=== block 1 ===
==> block_1/clk_routes.png <==
Bar = 20 microns.
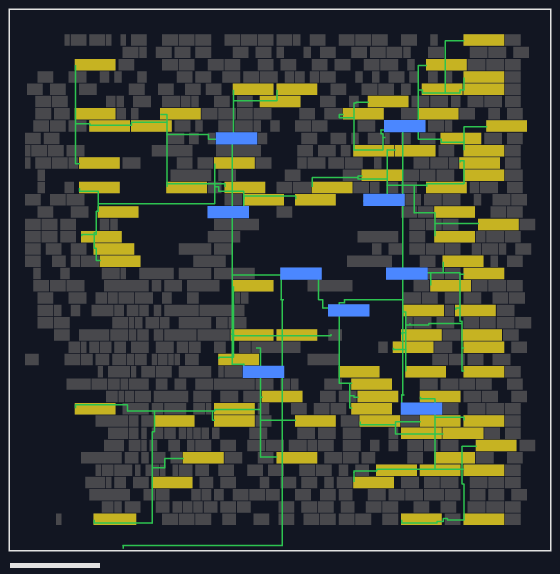

[config.mk]
export PLATFORM = sky130hd
export DESIGN_NAME = ahb_spi_arbiter
export DESIGN_NICKNAME = d
export VERILOG_FILES = /design/src/rtl/ahb_spi_pkg.sv /design/src/rtl/ahb_spi_rr_pick.sv /design/src/rtl/ahb_spi_arbiter.sv
export SDC_FILE = /design/constraint.sdc
export NUM_CORES = 1
export LEC_CHECK = 0
export CAP_MARGIN = 20
export CORE_MARGIN = 3
export CORE_UTILIZATION = 35
export CTS_BUF_LIST = sky130_fd_sc_hd__clkbuf_16
export CTS_CLUSTER_SIZE = 28
export DETAILED_ROUTE_END_ITERATION = 16
export PLACE_DENSITY = 0.77
export SYNTH_ARGS = -nofsm -noshare
export SYNTH_HDL_FRONTEND = slang
export SYNTH_SLANG_ARGS = --single-unit
[constraint.sdc]
create_clock -name HCLK -period 2.2 [get_ports HCLK]
set_input_delay 0.44 -clock HCLK [delete_from_list [all_inputs] [get_ports HCLK]]
set_output_delay 0.44 -clock HCLK [all_outputs]
set_load 0.02 [all_outputs]
[src/rtl/ahb_spi_pkg.sv]
// ahb_spi_pkg: shared constants and FSM state type for the AHB-to-SPI
// bridge arbiter.
//   HTRANS_IDLE / HTRANS_NONSEQ : AHB-Lite transfer type encodings
//   HSIZE_WORD / HBURST_SINGLE  : the only size/burst this master issues
//   arb_state_e                 : arbiter FSM states
package ahb_spi_pkg;

  localparam logic [1:0] HTRANS_IDLE   = 2'b00;
  localparam logic [1:0] HTRANS_NONSEQ = 2'b10;
  localparam logic [2:0] HSIZE_WORD    = 3'b010;
  localparam logic [2:0] HBURST_SINGLE = 3'b000;

  typedef enum logic [1:0] {
    ST_IDLE = 2'd0,
    ST_ADDR = 2'd1,
    ST_DATA = 2'd2,
    ST_DONE = 2'd3
  } arb_state_e;

endpackage

[src/rtl/ahb_spi_rr_pick.sv]
// ahb_spi_rr_pick: combinational round-robin picker.
//   req    [NREQ-1:0] : request vector
//   last   [IDXW-1:0] : index of the previous winner
//   winner [NREQ-1:0] : one-hot winner, search starts at last+1 and wraps
//   valid             : at least one request is present
module ahb_spi_rr_pick #(
  parameter int NREQ = 3,
  parameter int IDXW = (NREQ > 1) ? $clog2(NREQ) : 1
) (
  input  logic [NREQ-1:0] req,
  input  logic [IDXW-1:0] last,
  output logic [NREQ-1:0] winner,
  output logic            valid
);

  logic [2*NREQ-1:0] dbl;
  logic [2*NREQ-1:0] back;
  logic [NREQ-1:0]   rot_lo;
  logic [NREQ-1:0]   pick_rot;
  logic [IDXW:0]     shamt;

  // Rotate so that index last+1 sits at bit 0, take the lowest set bit,
  // then rotate the one-hot result back into requester order.
  always_comb begin
    shamt    = {1'b0, last} + (IDXW+1)'(1);
    dbl      = {req, req};
    rot_lo   = NREQ'(dbl >> shamt);
    pick_rot = rot_lo & ~(rot_lo - NREQ'(1));
    back     = {pick_rot, pick_rot} << shamt;
    winner   = NREQ'(back >> NREQ);
    valid    = |req;
  end

endmodule

[src/rtl/ahb_spi_arbiter.sv]
// ahb_spi_arbiter: round-robin arbiter letting NREQ requesters share one
// AHB-Lite master port into an AHB-to-SPI bridge, one single-beat transfer
// at a time.
//   HCLK, HRESET (async, active low)
//   req/req_addr/req_write/req_wdata : per-requester transfer requests
//   gnt/done/err/rdata               : per-requester grant and completion
//   HADDR/HTRANS/HWRITE/HSIZE/HBURST/HWDATA : AHB-Lite master outputs
//   HRDATA/HREADY/HRESP              : AHB-Lite slave response
//   dbg_state                        : current FSM state
// Optional: define AHB_SPI_ARB_TIMEOUT_EN to abort a data phase after
// TIMEOUT_CYCLES consecutive HREADY=0 cycles, completing it with err=1.
//
// Handshake: req[i] is a level held until done[i] pulses for one cycle;
// the requester's addr/write/wdata are latched when it is granted, so
// only req must stay stable. Dropping req mid-transfer does not cancel
// it. err[i] and rdata are meaningful only in the done[i] cycle.
module ahb_spi_arbiter
  import ahb_spi_pkg::*;
#(
  parameter int NREQ           = 3,
  parameter int TIMEOUT_CYCLES = 255
) (
  input  logic               HCLK,
  input  logic               HRESET,
  input  logic [NREQ-1:0]    req,
  input  logic [NREQ*8-1:0]  req_addr,
  input  logic [NREQ-1:0]    req_write,
  input  logic [NREQ*32-1:0] req_wdata,
  output logic [NREQ-1:0]    gnt,
  output logic [NREQ-1:0]    done,
  output logic [NREQ-1:0]    err,
  output logic [31:0]        rdata,
  output logic [7:0]         HADDR,
  output logic [1:0]         HTRANS,
  output logic               HWRITE,
  output logic [2:0]         HSIZE,
  output logic [2:0]         HBURST,
  output logic [31:0]        HWDATA,
  input  logic [31:0]        HRDATA,
  input  logic               HREADY,
  input  logic               HRESP,
  output arb_state_e         dbg_state
);

  localparam int IDXW = (NREQ > 1) ? $clog2(NREQ) : 1;

  arb_state_e      state_q, state_d;
  logic [NREQ-1:0] owner_q;
  logic [IDXW-1:0] owner_idx_q;
  logic [IDXW-1:0] last_q;
  logic [7:0]      addr_q;
  logic            write_q;
  logic [31:0]     wdata_q;
  logic [31:0]     rdata_q;
  logic            err_q;

  logic [NREQ-1:0] pick_win;
  logic            pick_valid;
  logic [IDXW-1:0] sel_idx;
  logic [7:0]      sel_addr;
  logic            sel_write;
  logic [31:0]     sel_wdata;
  logic            timeout_hit;

  ahb_spi_rr_pick #(.NREQ(NREQ), .IDXW(IDXW)) u_pick (
    .req    (req),
    .last   (last_q),
    .winner (pick_win),
    .valid  (pick_valid)
  );

  // Mux the winner's request fields out of the packed vectors.
  always_comb begin
    sel_idx   = '0;
    sel_addr  = '0;
    sel_write = 1'b0;
    sel_wdata = '0;
    for (int i = 0; i < NREQ; i++) begin
      if (pick_win[i]) begin
        sel_idx   = IDXW'(i);
        sel_addr  = req_addr[8*i +: 8];
        sel_write = req_write[i];
        sel_wdata = req_wdata[32*i +: 32];
      end
    end
  end

`ifdef AHB_SPI_ARB_TIMEOUT_EN
  localparam int CW = $clog2(TIMEOUT_CYCLES + 1);
  logic [CW-1:0] to_cnt_q;

  // Counts consecutive stalled data-phase cycles; fires on the last one.
  always_ff @(posedge HCLK or negedge HRESET) begin
    if (!HRESET) begin
      to_cnt_q <= '0;
    end else if (state_q != ST_DATA || HREADY) begin
      to_cnt_q <= '0;
    end else begin
      to_cnt_q <= to_cnt_q + CW'(1);
    end
  end

  assign timeout_hit = !HREADY && (to_cnt_q == CW'(TIMEOUT_CYCLES - 1));
`else
  assign timeout_hit = 1'b0;
`endif

  always_ff @(posedge HCLK or negedge HRESET) begin
    if (!HRESET) begin
      state_q     <= ST_IDLE;
      owner_q     <= '0;
      owner_idx_q <= '0;
      last_q      <= IDXW'(NREQ - 1);
      addr_q      <= '0;
      write_q     <= 1'b0;
      wdata_q     <= '0;
      rdata_q     <= '0;
      err_q       <= 1'b0;
    end else begin
      state_q <= state_d;
      case (state_q)
        ST_IDLE: begin
          if (pick_valid) begin
            owner_q     <= pick_win;
            owner_idx_q <= sel_idx;
            addr_q      <= sel_addr;
            write_q     <= sel_write;
            wdata_q     <= sel_wdata;
            err_q       <= 1'b0;
          end
        end
        ST_DATA: begin
          if (HREADY) begin
            rdata_q <= HRDATA;
            err_q   <= HRESP;
          end else if (timeout_hit) begin
            err_q <= 1'b1;
          end
        end
        ST_DONE: begin
          last_q  <= owner_idx_q;
          owner_q <= '0;
        end
        default: ;
      endcase
    end
  end

  always_comb begin
    state_d = state_q;
    HTRANS  = HTRANS_IDLE;
    HADDR   = '0;
    HWRITE  = 1'b0;
    HSIZE   = '0;
    HBURST  = HBURST_SINGLE;
    HWDATA  = '0;
    done    = '0;
    err     = '0;
    unique case (state_q)
      ST_IDLE: begin
        if (pick_valid) state_d = ST_ADDR;
      end
      ST_ADDR: begin
        HTRANS = HTRANS_NONSEQ;
        HADDR  = addr_q;
        HWRITE = write_q;
        HSIZE  = HSIZE_WORD;
        if (HREADY) state_d = ST_DATA;
      end
      ST_DATA: begin
        HWDATA = wdata_q;
        if (HREADY || timeout_hit) state_d = ST_DONE;
      end
      ST_DONE: begin
        done    = owner_q;
        err     = err_q ? owner_q : '0;
        state_d = ST_IDLE;
      end
      default: state_d = ST_IDLE;
    endcase
  end

  assign gnt       = owner_q;
  assign rdata     = rdata_q;
  assign dbg_state = state_q;

endmodule

=== block 2 ===
==> src/rtl/mdl_serialcntr_pkg.sv <==
// Shared definitions for the bit-serial counter: operation encodings,
// FSM state type and a small helper used when a frame is started.
package mdl_serialcntr_pkg;

  // Operation encodings presented on i_MODE and latched at frame start
  localparam logic [1:0] MODE_HOLD = 2'b00;
  localparam logic [1:0] MODE_INC  = 2'b01;
  localparam logic [1:0] MODE_DEC  = 2'b10;
  localparam logic [1:0] MODE_LOAD = 2'b11;

  // Frame sequencer states
  typedef enum logic {
    ST_IDLE  = 1'b0,
    ST_SHIFT = 1'b1
  } state_t;

  // Increment and decrement ripple a carry/borrow starting at 1 through
  // the frame; load and hold never generate one.
  function automatic logic mode_uses_carry(input logic [1:0] mode);
    return (mode == MODE_INC) || (mode == MODE_DEC);
  endfunction

endpackage

==> src/rtl/mdl_serialcntr_fa.sv <==
// One-bit full adder used as the carry/borrow cell of the serial counter.
// Decrement reuses it by feeding the inverted register bit, so the carry
// out becomes the borrow out.
module mdl_serialcntr_fa (
  input  logic a,
  input  logic b,
  input  logic cin,
  output logic sum,
  output logic cout
);

  assign sum  = a ^ b ^ cin;
  assign cout = (a & b) | (cin & (a ^ b));

endmodule

==> src/rtl/mdl_serialcntr.sv <==
// Bit-serial counter: a frame processes the register LSB first, one bit
// per enabled clock, rotating results back in at the MSB so that after
// WIDTH shifts the new value sits aligned in the register.  The parallel
// snapshot, wrap flag and done pulse are only updated at frame end.
module mdl_serialcntr
  import mdl_serialcntr_pkg::*;
#(
  parameter int               WIDTH     = 10,
  parameter logic [WIDTH-1:0] RESET_VAL = '0
) (
  input  logic             i_MCLK,
  input  logic             i_RST,
  input  logic             i_CEN_n,
  input  logic             i_START,
  input  logic [1:0]       i_MODE,
  input  logic             i_LOAD_SDI,
  output logic             o_LSB,
  output logic             o_BUSY,
  output logic             o_DONE,
  output logic             o_WRAP,
  output logic [WIDTH-1:0] o_VALUE
);

  localparam int CNT_W = $clog2(WIDTH);

  state_t             state_q, state_d;
  logic [WIDTH-1:0]   shreg_q, shreg_d;
  logic [WIDTH-1:0]   value_q, value_d;
  logic [CNT_W-1:0]   cnt_q, cnt_d;
  logic [1:0]         mode_q, mode_d;
  logic               carry_q, carry_d;
  logic               done_q, done_d;
  logic               wrap_q, wrap_d;

  logic               enable;
  logic               last_bit;
  logic               fa_a;
  logic               fa_sum;
  logic               fa_cout;
  logic               new_bit;
  logic               carry_step;

  assign enable   = ~i_CEN_n;
  assign last_bit = (cnt_q == CNT_W'(WIDTH - 1));

  // Decrement is an increment of the inverted bit: the adder's carry out
  // equals NOT b0 AND c, and the inverted sum restores b0 XOR c.
  assign fa_a = (mode_q == MODE_DEC) ? ~shreg_q[0] : shreg_q[0];

  mdl_serialcntr_fa u_fa (
    .a    (fa_a),
    .b    (1'b0),
    .cin  (carry_q),
    .sum  (fa_sum),
    .cout (fa_cout)
  );

  // Bit cell: pick the bit re-entering at the MSB and the next carry flag
  always_comb begin
    new_bit    = shreg_q[0];
    carry_step = 1'b0;
    case (mode_q)
      MODE_INC: begin
        new_bit    = fa_sum;
        carry_step = fa_cout;
      end
      MODE_DEC: begin
        new_bit    = ~fa_sum;
        carry_step = fa_cout;
      end
      MODE_LOAD: begin
        new_bit    = i_LOAD_SDI;
        carry_step = 1'b0;
      end
      default: begin
        new_bit    = shreg_q[0];
        carry_step = 1'b0;
      end
    endcase
  end

  // Frame sequencer: start latching in IDLE, one bit per enabled cycle in
  // SHIFT, results published together with the done pulse
  always_comb begin
    state_d = state_q;
    shreg_d = shreg_q;
    value_d = value_q;
    cnt_d   = cnt_q;
    mode_d  = mode_q;
    carry_d = carry_q;
    done_d  = 1'b0;
    wrap_d  = wrap_q;

    if (enable) begin
      case (state_q)
        ST_IDLE: begin
          if (i_START) begin
            mode_d  = i_MODE;
            carry_d = mode_uses_carry(i_MODE);
            cnt_d   = '0;
            state_d = ST_SHIFT;
          end
        end
        ST_SHIFT: begin
          shreg_d = {new_bit, shreg_q[WIDTH-1:1]};
          carry_d = carry_step;
          cnt_d   = cnt_q + CNT_W'(1);
          if (last_bit) begin
            state_d = ST_IDLE;
            cnt_d   = '0;
            done_d  = 1'b1;
            wrap_d  = carry_step;
            value_d = {new_bit, shreg_q[WIDTH-1:1]};
          end
        end
        default: begin
          state_d = ST_IDLE;
        end
      endcase
    end
  end

  // State register; reset wins over enable and start and aborts any frame
  always_ff @(posedge i_MCLK) begin
    if (i_RST) begin
      state_q <= ST_IDLE;
      shreg_q <= RESET_VAL;
      value_q <= RESET_VAL;
      cnt_q   <= '0;
      mode_q  <= MODE_HOLD;
      carry_q <= 1'b0;
      done_q  <= 1'b0;
      wrap_q  <= 1'b0;
    end else begin
      state_q <= state_d;
      shreg_q <= shreg_d;
      value_q <= value_d;
      cnt_q   <= cnt_d;
      mode_q  <= mode_d;
      carry_q <= carry_d;
      done_q  <= done_d;
      wrap_q  <= wrap_d;
    end
  end

  assign o_LSB   = shreg_q[0];
  assign o_BUSY  = (state_q == ST_SHIFT);
  assign o_DONE  = done_q;
  assign o_WRAP  = wrap_q;
  assign o_VALUE = value_q;

endmodule

==> config.mk <==
export PLATFORM = sky130hd
export DESIGN_NAME = mdl_serialcntr
export DESIGN_NICKNAME = d
export VERILOG_FILES = /design/src/rtl/mdl_serialcntr_pkg.sv /design/src/rtl/mdl_serialcntr_fa.sv /design/src/rtl/mdl_serialcntr.sv
export SDC_FILE = /design/constraint.sdc
export NUM_CORES = 1
export LEC_CHECK = 0
export CAP_MARGIN = 10
export CORE_ASPECT_RATIO = 1.1
export CORE_MARGIN = 1.5
export CORE_UTILIZATION = 40
export CTS_CLUSTER_SIZE = 8
export DETAILED_ROUTE_END_ITERATION = 6
export GPL_ROUTABILITY_DRIVEN = 0
export HOLD_SLACK_MARGIN = 0.02
export SYNTH_ARGS = -nofsm -noshare
export SYNTH_HDL_FRONTEND = slang
export SYNTH_HIERARCHICAL = 1
export SYNTH_SLANG_ARGS = --single-unit
==> constraint.sdc <==
create_clock -name i_MCLK -period 2.38 [get_ports i_MCLK]
set_clock_uncertainty 0.1 [all_clocks]
set_input_delay 0.357 -clock i_MCLK [delete_from_list [all_inputs] [get_ports i_MCLK]]
set_output_delay 0.357 -clock i_MCLK [all_outputs]
set_load 0.005 [all_outputs]
=== block 3 ===
## config.mk

```make
export PLATFORM = sky130hd
export DESIGN_NAME = mu0_control
export DESIGN_NICKNAME = d
export VERILOG_FILES = /design/src/rtl/mu0_pkg.sv /design/src/rtl/mu0_decode.sv /design/src/rtl/mu0_control.sv
export SDC_FILE = /design/constraint.sdc
export NUM_CORES = 1
export LEC_CHECK = 0
export CORE_UTILIZATION = 30
export CTS_CLUSTER_DIAMETER = 80
export DETAILED_ROUTE_END_ITERATION = 10
export GPL_TIMING_DRIVEN = 0
export PLACE_DENSITY = 0.61
export SLEW_MARGIN = 20
export SYNTH_ARGS = -nofsm -noshare
export SYNTH_HDL_FRONTEND = slang
export SYNTH_HIERARCHICAL = 1
export SYNTH_SLANG_ARGS = --single-unit
```

## constraint.sdc

```tcl
create_clock -name clk -period 2.4 [get_ports clk]
set_clock_uncertainty 0.15 [all_clocks]
set_input_delay 0.6 -clock clk [delete_from_list [all_inputs] [get_ports clk]]
set_output_delay 0.6 -clock clk [all_outputs]
set_load 0.02 [all_outputs]
```

## src/rtl/mu0_pkg.sv

```systemverilog
// Shared encodings for the MU0 control unit: ALU operations, instruction
// opcodes, FSM states and the control word produced by the decoder.
package mu0_pkg;

    typedef enum logic [3:0] {
        ALU_ZERO  = 4'd0,
        ALU_ADD   = 4'd1,
        ALU_SUB   = 4'd2,
        ALU_A_INC = 4'd3,
        ALU_B     = 4'd4
    } alu_op_e;

    typedef enum logic [3:0] {
        OP_LDA = 4'd0,
        OP_STO = 4'd1,
        OP_ADD = 4'd2,
        OP_SUB = 4'd3,
        OP_JMP = 4'd4,
        OP_JGE = 4'd5,
        OP_JNE = 4'd6,
        OP_STP = 4'd7
    } opcode_e;

    typedef enum logic [1:0] {
        ST_FETCH = 2'd0,
        ST_EXEC  = 2'd1,
        ST_HALT  = 2'd2
    } state_e;

    // done: the current state finishes this cycle; stop: the finishing op is STP.
    typedef struct packed {
        alu_op_e alu_op;
        logic    a_sel;
        logic    b_sel;
        logic    addr_sel;
        logic    mem_req;
        logic    mem_we;
        logic    ir_en;
        logic    pc_en;
        logic    acc_en;
        logic    halted;
        logic    done;
        logic    stop;
    } ctrl_t;

endpackage

```

## src/rtl/mu0_decode.sv

```systemverilog
// Combinational decode of FSM state, opcode, memory handshake and ACC flags
// into the datapath control word.
module mu0_decode
    import mu0_pkg::*;
(
    input  state_e     state_i,
    input  logic [3:0] ir_opcode_i,
    input  logic       mem_ack_i,
    input  logic       acc_zero_i,
    input  logic       acc_neg_i,
    output ctrl_t      ctrl_o
);

    always_comb begin
        // NOTE: every field is defaulted before the case so no path can infer a latch.
        ctrl_o        = '0;
        ctrl_o.alu_op = ALU_ZERO;

        case (state_i)
            ST_FETCH: begin
                ctrl_o.mem_req = 1'b1;
                ctrl_o.a_sel   = 1'b1;
                ctrl_o.alu_op  = ALU_A_INC;
                ctrl_o.ir_en   = mem_ack_i;
                ctrl_o.pc_en   = mem_ack_i;
                ctrl_o.done    = mem_ack_i;
            end

            ST_EXEC: begin
                case (ir_opcode_i)
                    OP_LDA: begin
                        ctrl_o.mem_req  = 1'b1;
                        ctrl_o.addr_sel = 1'b1;
                        ctrl_o.alu_op   = ALU_B;
                        ctrl_o.acc_en   = mem_ack_i;
                        ctrl_o.done     = mem_ack_i;
                    end
                    OP_STO: begin
                        ctrl_o.mem_req  = 1'b1;
                        ctrl_o.mem_we   = 1'b1;
                        ctrl_o.addr_sel = 1'b1;
                        ctrl_o.done     = mem_ack_i;
                    end
                    OP_ADD, OP_SUB: begin
                        ctrl_o.mem_req  = 1'b1;
                        ctrl_o.addr_sel = 1'b1;
                        ctrl_o.alu_op   = (ir_opcode_i == OP_SUB) ? ALU_SUB : ALU_ADD;
                        ctrl_o.acc_en   = mem_ack_i;
                        ctrl_o.done     = mem_ack_i;
                    end
                    // Jumps load PC from IR[11:0] through the ALU B path.
                    OP_JMP, OP_JGE, OP_JNE: begin
                        ctrl_o.b_sel  = 1'b1;
                        ctrl_o.alu_op = ALU_B;
                        ctrl_o.done   = 1'b1;
                        if (ir_opcode_i == OP_JGE)
                            ctrl_o.pc_en = ~acc_neg_i;
                        else if (ir_opcode_i == OP_JNE)
                            ctrl_o.pc_en = ~acc_zero_i;
                        else
                            ctrl_o.pc_en = 1'b1;
                    end
                    OP_STP: begin
                        ctrl_o.done = 1'b1;
                        ctrl_o.stop = 1'b1;
                    end
                    default: begin
                        ctrl_o.done = 1'b1;
                    end
                endcase
            end

            ST_HALT: begin
                ctrl_o.halted = 1'b1;
            end

            default: ;
        endcase
    end

endmodule

```

## src/rtl/mu0_control.sv

```systemverilog
// MU0 control unit: FETCH/EXEC/HALT sequencer and retired-instruction counter;
// all control outputs come combinationally from mu0_decode.
module mu0_control
    import mu0_pkg::*;
#(
    parameter logic [15:0] INSTR_COUNT_RST = 16'h0000
) (
    input  logic        clk,
    input  logic        rst,
    input  logic [3:0]  ir_opcode,
    input  logic        mem_ack,
    input  logic        acc_zero,
    input  logic        acc_neg,
    output logic [3:0]  alu_op,
    output logic        a_sel,
    output logic        b_sel,
    output logic        addr_sel,
    output logic        mem_req,
    output logic        mem_we,
    output logic        ir_en,
    output logic        pc_en,
    output logic        acc_en,
    output logic        halted,
    output logic [15:0] instr_count
);

    state_e      state_q, state_d;
    logic [15:0] count_q, count_d;
    ctrl_t       ctrl;

    mu0_decode u_decode (
        .state_i     (state_q),
        .ir_opcode_i (ir_opcode),
        .mem_ack_i   (mem_ack),
        .acc_zero_i  (acc_zero),
        .acc_neg_i   (acc_neg),
        .ctrl_o      (ctrl)
    );

    always_comb begin
        state_d = state_q;
        count_d = count_q;
        case (state_q)
            ST_FETCH: if (ctrl.done) state_d = ST_EXEC;
            ST_EXEC: begin
                if (ctrl.done) begin
                    state_d = ctrl.stop ? ST_HALT : ST_FETCH;
                    count_d = count_q + 16'd1;
                end
            end
            ST_HALT:  state_d = ST_HALT;
            default:  state_d = ST_FETCH;
        endcase
    end

    // NOTE: state registers use non-blocking assignments so every flop samples pre-edge values.
    always_ff @(posedge clk or posedge rst) begin
        if (rst) begin
            state_q <= ST_FETCH;
            count_q <= INSTR_COUNT_RST;
        end else begin
            state_q <= state_d;
            count_q <= count_d;
        end
    end

    // Reset holds the FETCH decode visible but must never let a load enable pulse.
    assign ir_en       = ctrl.ir_en  & ~rst;
    assign pc_en       = ctrl.pc_en  & ~rst;
    assign acc_en      = ctrl.acc_en & ~rst;
    assign alu_op      = ctrl.alu_op;
    assign a_sel       = ctrl.a_sel;
    assign b_sel       = ctrl.b_sel;
    assign addr_sel    = ctrl.addr_sel;
    assign mem_req     = ctrl.mem_req;
    assign mem_we      = ctrl.mem_we;
    assign halted      = ctrl.halted;
    assign instr_count = count_q;

endmodule

```

==> block_1/io_fan.png <==
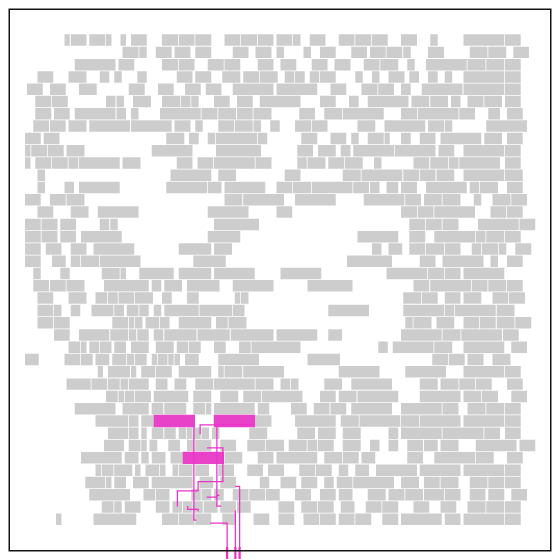
magenta -> `gnt`  # direction output, edge bottom, end cells 3, buffers 3, wire 120 microns

==> block_1/logic_types.png <==
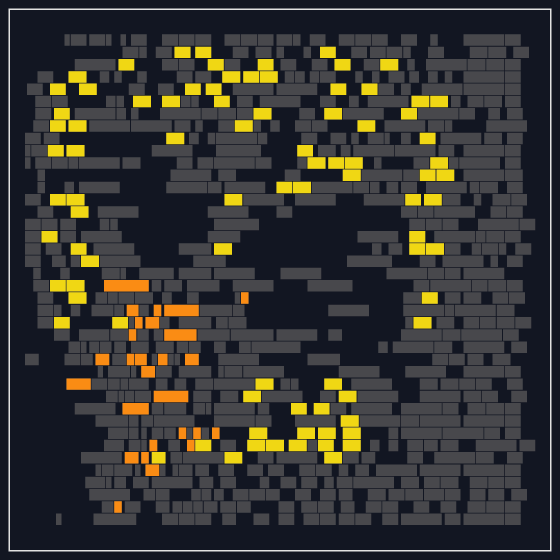
yellow -> non-inverting ao/oa cells  # cells 85, where spread over the die
orange -> aoi and oai cells  # cells 27

About block_1/clk_routes.png:
yellow -> flip-flops  # count 83
green -> clock wires  # length 1070 microns
blue -> clock drivers  # count 9
flops lie = spread over the die
routed clock nets = 10

==> reports/metrics.csv, block 1 <==
metric,value,unit
crit_path_max_incr_delay,550,ps
synthCells,375,
clock_path_buffers,2,
crit_path_end,wdata_q[12],
setup-tns-final,-4460,ps
numCtsBuffers,9,
grt-ovfl-total,0,
warnings,32,
path_buffers,4,
path_max_fanout,15,
n_fill_cell,975,
setup_slack,-193,ps
grtUsageMet1,0.259,
synthTopCellsByCount,"82 x dfrtp_1, 45 x and2_1, 39 x o221a_1",
cp_common_cell,buf_4,
peakVddDrop,643,uV
critical_path.cell_chain,buf_4 > nor3b_1 > o31ai_1 > buf_4 > a31oi_4 > buf_4 > buf_12 > a221o_1 > o221a_1,
tapCellCount,168,
drive_gt1_frac,0.271,
nClkBuffers,9,
p_int,7.53,mW
hp-class,input pin to async pin,
cellLeakagePower,3.37,nW
startpoint,last_q[1],
chip_area,14300,sq um
logic_gates,246,
violations,negative setup slack,
routedWlPerCell,20.7,microns
setup_viol,42,
status,"finished, violations left",
swShare,0.397,
==> block 1: per-stage QoR <==
stage	util	cells	instance area, sq um	worst slack [ps]	power [mW]
2_1_floorplan	-	380	4540	2.63	6.91
3_3_place_gp	0.598	788	7360	-349	9.69
3_5_place_dp	0.598	788	7360	-403	9.93
4_1_cts	0.649	822	7990	-157	12.3
5_1_grt	0.648	825	7970	-239	13.1
6_report	0.648	825	7970	-193	12.5
==> block 1: flip-flops by register name, summed over array words and instances, names as in the netlist <==
signal and cells:
rdata 32, wdata_q 32, owner_idx_q 2, gnt 3, last_q 2, addr_q 8, err_q 1, write_q 1
dbg_state 2
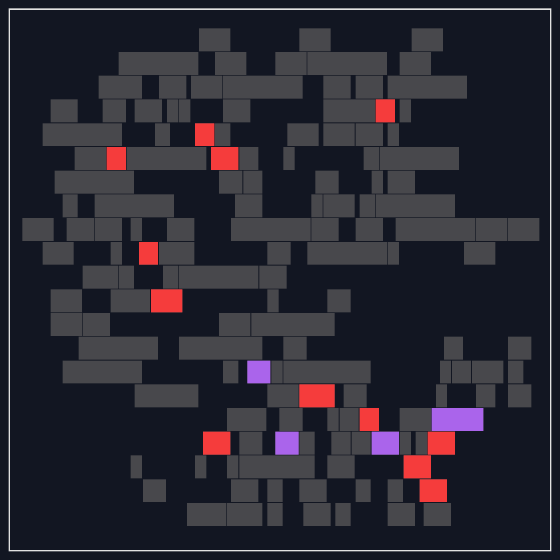
(block_3/logic_types.png)
purple -> aoi and oai cells  # cells 4
red -> and/or cells  # cells 12

==> reports/metrics.csv, block 3 <==
metric,value,unit
aoi_share,0.0535,
drc,0,
critPathSlowestCell,o41ai_2,
place.gp.congestion,0.691,
synthesis.area,1080,sq um
swShare,0.391,
rsz0062_at_grt,yes,
nClkBuffers,4,
worst_pin_slew,697,ps
ys_ff,18,
p_seq_frac,0.362,
root_buffer,clkbuf_4,
final_cell_mix,"18 x clkdlybuf4s50_1, 16 x dfrtp_1, 10 x xnor2_1",
avgSynthCellArea,10.8,sq um
grt-ovfl-total,0,
post-place-ws,-805,ps
yosysWarnings,6,
logic_gates,73,
max_freq,0.411,GHz
portBuffers,36,
yosys.area_share.simple,0.313,
end_kind,output pin,
most_common_cell,dfrtp_1,
grt_usage,0.122,
cellLeakagePower,0.740,nW
layout_worst_path_cycle_share,1.01,
critical_path.cell_chain,clkdlybuf4s15_2 > nand4bb_4 > o41ai_2 > nor2b_1 > buf_4,
yosysCellCount,100,
clk_share,0.0238,
top_logic_kind,simple AND/OR/NAND/NOR gates,
violations,negative setup slack,
pin_count,38,
setup_viol,1,
nNetsFinal,155,
power_leader,combinational cells,
grtUsageMet1,0.148,
antenna_found_initial,0,
synthMuxAreaShare,0.0198,
powerDensity,820,nW/um^2
status,"finished, violations left",
slew_headroom,0.535,
clock_latency,300,ps
drt-met1-wl,989,microns
routedWlPerCell,11.4,microns
critPathKind,input pin to output pin,
final_common_cell,clkdlybuf4s50_1,
fp-utilization,0.317,
synthArstFlopShare,1.00,
setup_slack,-34.2,ps
dp.cells,182,
routed-wl-met2,1070,microns
top_cell_area_share,0.419,
p_sw,0.488,mW
die_height,61.9,microns
warnings,28,
seqCellArea,453,sq um
n_all_inverters,5,
largest_cell_class,multi-input combinational cells,
synthTopCellsByCount,"18 x dfrtp_1, 10 x xnor2_1, 9 x nor2_1",
hp-class,flop to flop,
area_growth,41.5,%
maxSlewViolCount,0,
synthCells,100,
num_rows,21,
sh_seq_area,0.297,
n_all_buffers,44,
period_minus_slack,2430,ps
postPlaceCellArea,1490,sq um
synth.area.top_cells,"dfrtp_1 42%, xnor2_1 8.1%, xor2_1 4.9%, nor2_1 3.1%, nand3_1 2.8%",
cts.hold.buffers_added,0,
block 3: sequential cells by signal (all words and copies together), names as in the netlist:
name / count
instr_count: 16
state_q: 2
block 3: final timing paths:
path,from,endpoint,cells after the start
min,instr_count[15],instr_count[15],1
max in group asynchronous,rst,state_q[1],2
min in group asynchronous,rst,state_q[0],2
max,ir_opcode[3],pc_en,5
max reg2reg,state_q[0],instr_count[15],7
min reg2reg,instr_count[15],instr_count[15],1
==> block_2/io_fan.png <==
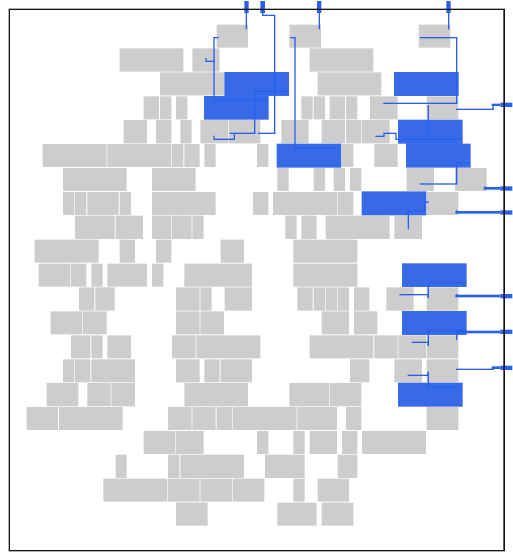
blue -> `o_VALUE`  # direction output, edge 6 right, 4 top, end cells 10, buffers 10, wire 171 microns

==> reports/metrics.csv, block 2 <==
metric,value,unit
first_global_vias,863,
drive_gt1_frac,0.104,
cellLeakagePower,0.583,nW
grt_usage,0.148,
comb_share,0.378,
p_comb_frac,0.074,
tapCellCount,34,
comb_power,0.0666,mW
sh_seq_area,0.388,
crit_path_end,shreg_q[9],
crit_required,2510,ps
p_total,0.903,mW
r2r-end,shreg_q[9],
grt.met3_usage,0.0693,
clk_share,0.0412,
seqCellArea,601,sq um
cts_tree,yes,
fp-utilization,0.415,
largest_cell_class,registers,
synth-main-ff-cell,dfxtp_1,
clkTransAtPathRegs,100,ps
root_buffer,clkbuf_4,
drtIter0Drc,11,
n_all_buffers,25,
critPathArrivalTime,2310,ps
p_clk,0.322,mW
grt.met2_usage,0.240,
maxCapViolations,0,
grt_pass1_wl,3760,microns
cts.hold.buffers_added,0,
grtUsageMet1,0.171,
wl_met3,106,microns
synth-edff-count,0,
chip_area,3450,sq um
path_max_fanout,4,
postPlaceCellArea,1490,sq um
critical_path.cell_chain,inv_1 > ha_1 > xor2_1 > fa_1 > mux2i_1 > a21oi_1 > a31o_2,
yosysWarnings,6,
n_fill_cell,302,
numCtsBuffers,5,
grt-ovfl-total,0,
nNetsFinal,167,
reg2reg_from,mode_q[0],
dp_hpwl,1650,microns
antenna_cells,0,
final_cell_mix,"30 x dfxtp_1, 21 x nand2_1, 20 x clkdlybuf4s50_1",
powerDensity,583,nW/um^2
synthesis.area,1240,sq um
setup_slack,201,ps
regToRegSetupSlack,200,ps
portBuffers,20,
period_minus_slack,2180,ps
top_usage_layer,met2,
status,finished clean,
holdPathStages,2,
cts_setup_buffers,0,
p_seq_frac,0.570,
synthXorXnorAreaFrac,0.0141,
yosysCellCount,127,
setup-tns-final,0,ps
-- block 2: cell usage after synthesis, types with 2 or more instances --
| library cell | count | area share |
|---|---|---|
| a22o_1 | 10 | 0.070 |
| nand2_1 | 21 | 0.063 |
| nand3_1 | 4 | 0.016 |
| ha_1 | 6 | 0.060 |
| nor3b_1 | 2 | 0.012 |
| a21oi_1 | 13 | 0.052 |
| buf_2 | 3 | 0.012 |
| inv_1 | 5 | 0.015 |
| o31ai_1 | 2 | 0.012 |
| mux2i_1 | 4 | 0.032 |
| nor2_1 | 5 | 0.015 |
| dfxtp_1 | 30 | 0.48 |
| nor2b_1 | 3 | 0.015 |

==> gallery <==
Routed metal, one colour a layer.
shot_01.png
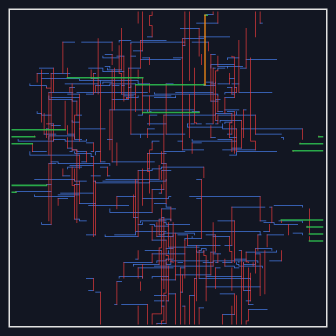
shot_02.png
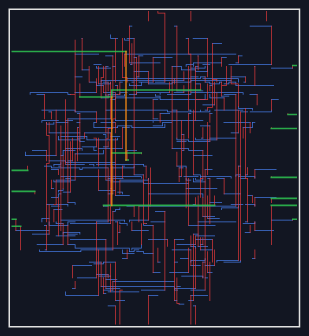
shot_03.png
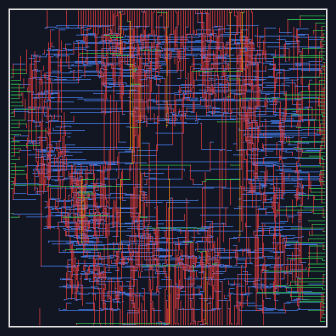
shot_03.png is block 1.
shot_02.png is block 2.
shot_01.png is block 3.
- most wire: shot_03.png

Key to shot_02.png:
green -> metal 3  # wire length 107 microns
blue -> metal 1  # wire length 1030 microns
red -> metal 2  # wire length 1100 microns
orange -> metal 4  # wire length 42.2 microns



==> gallery <==
The clock network.
Plate I
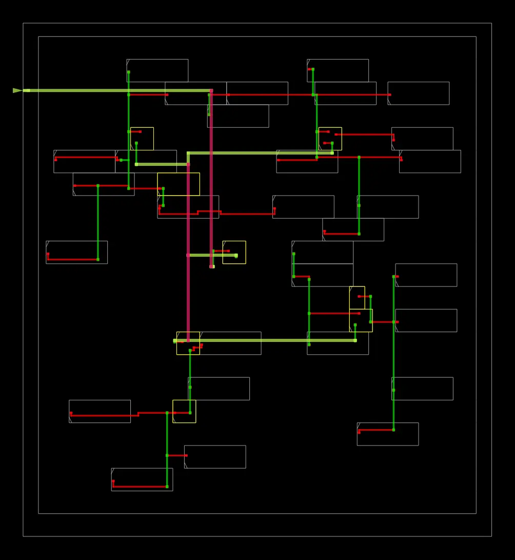
Plate II
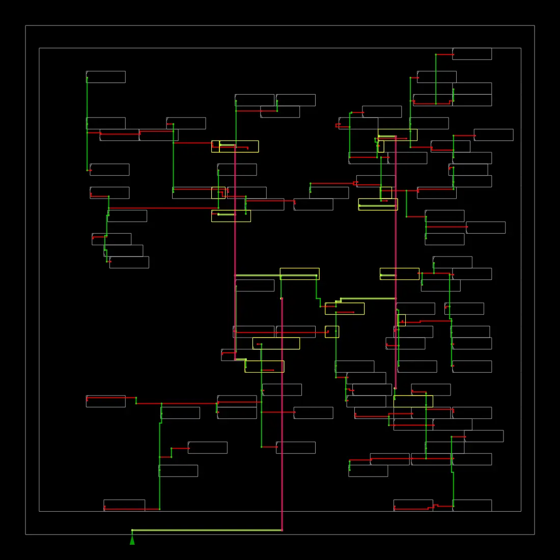
Plate III
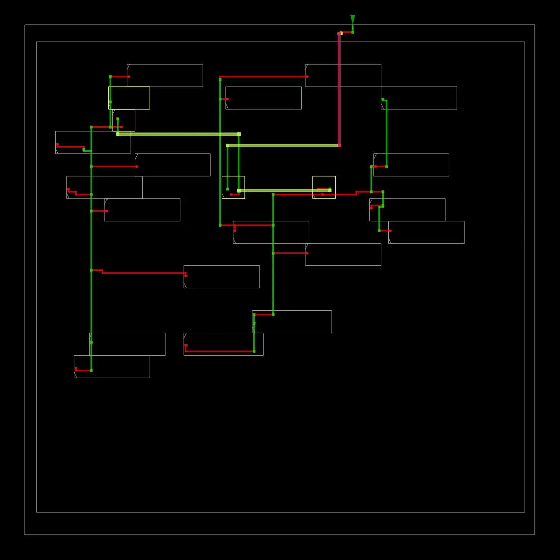
Block 2 is Plate I.
Block 1 is Plate II.
Block 3 is Plate III.

Power is estimated from default activity; no workload was simulated.
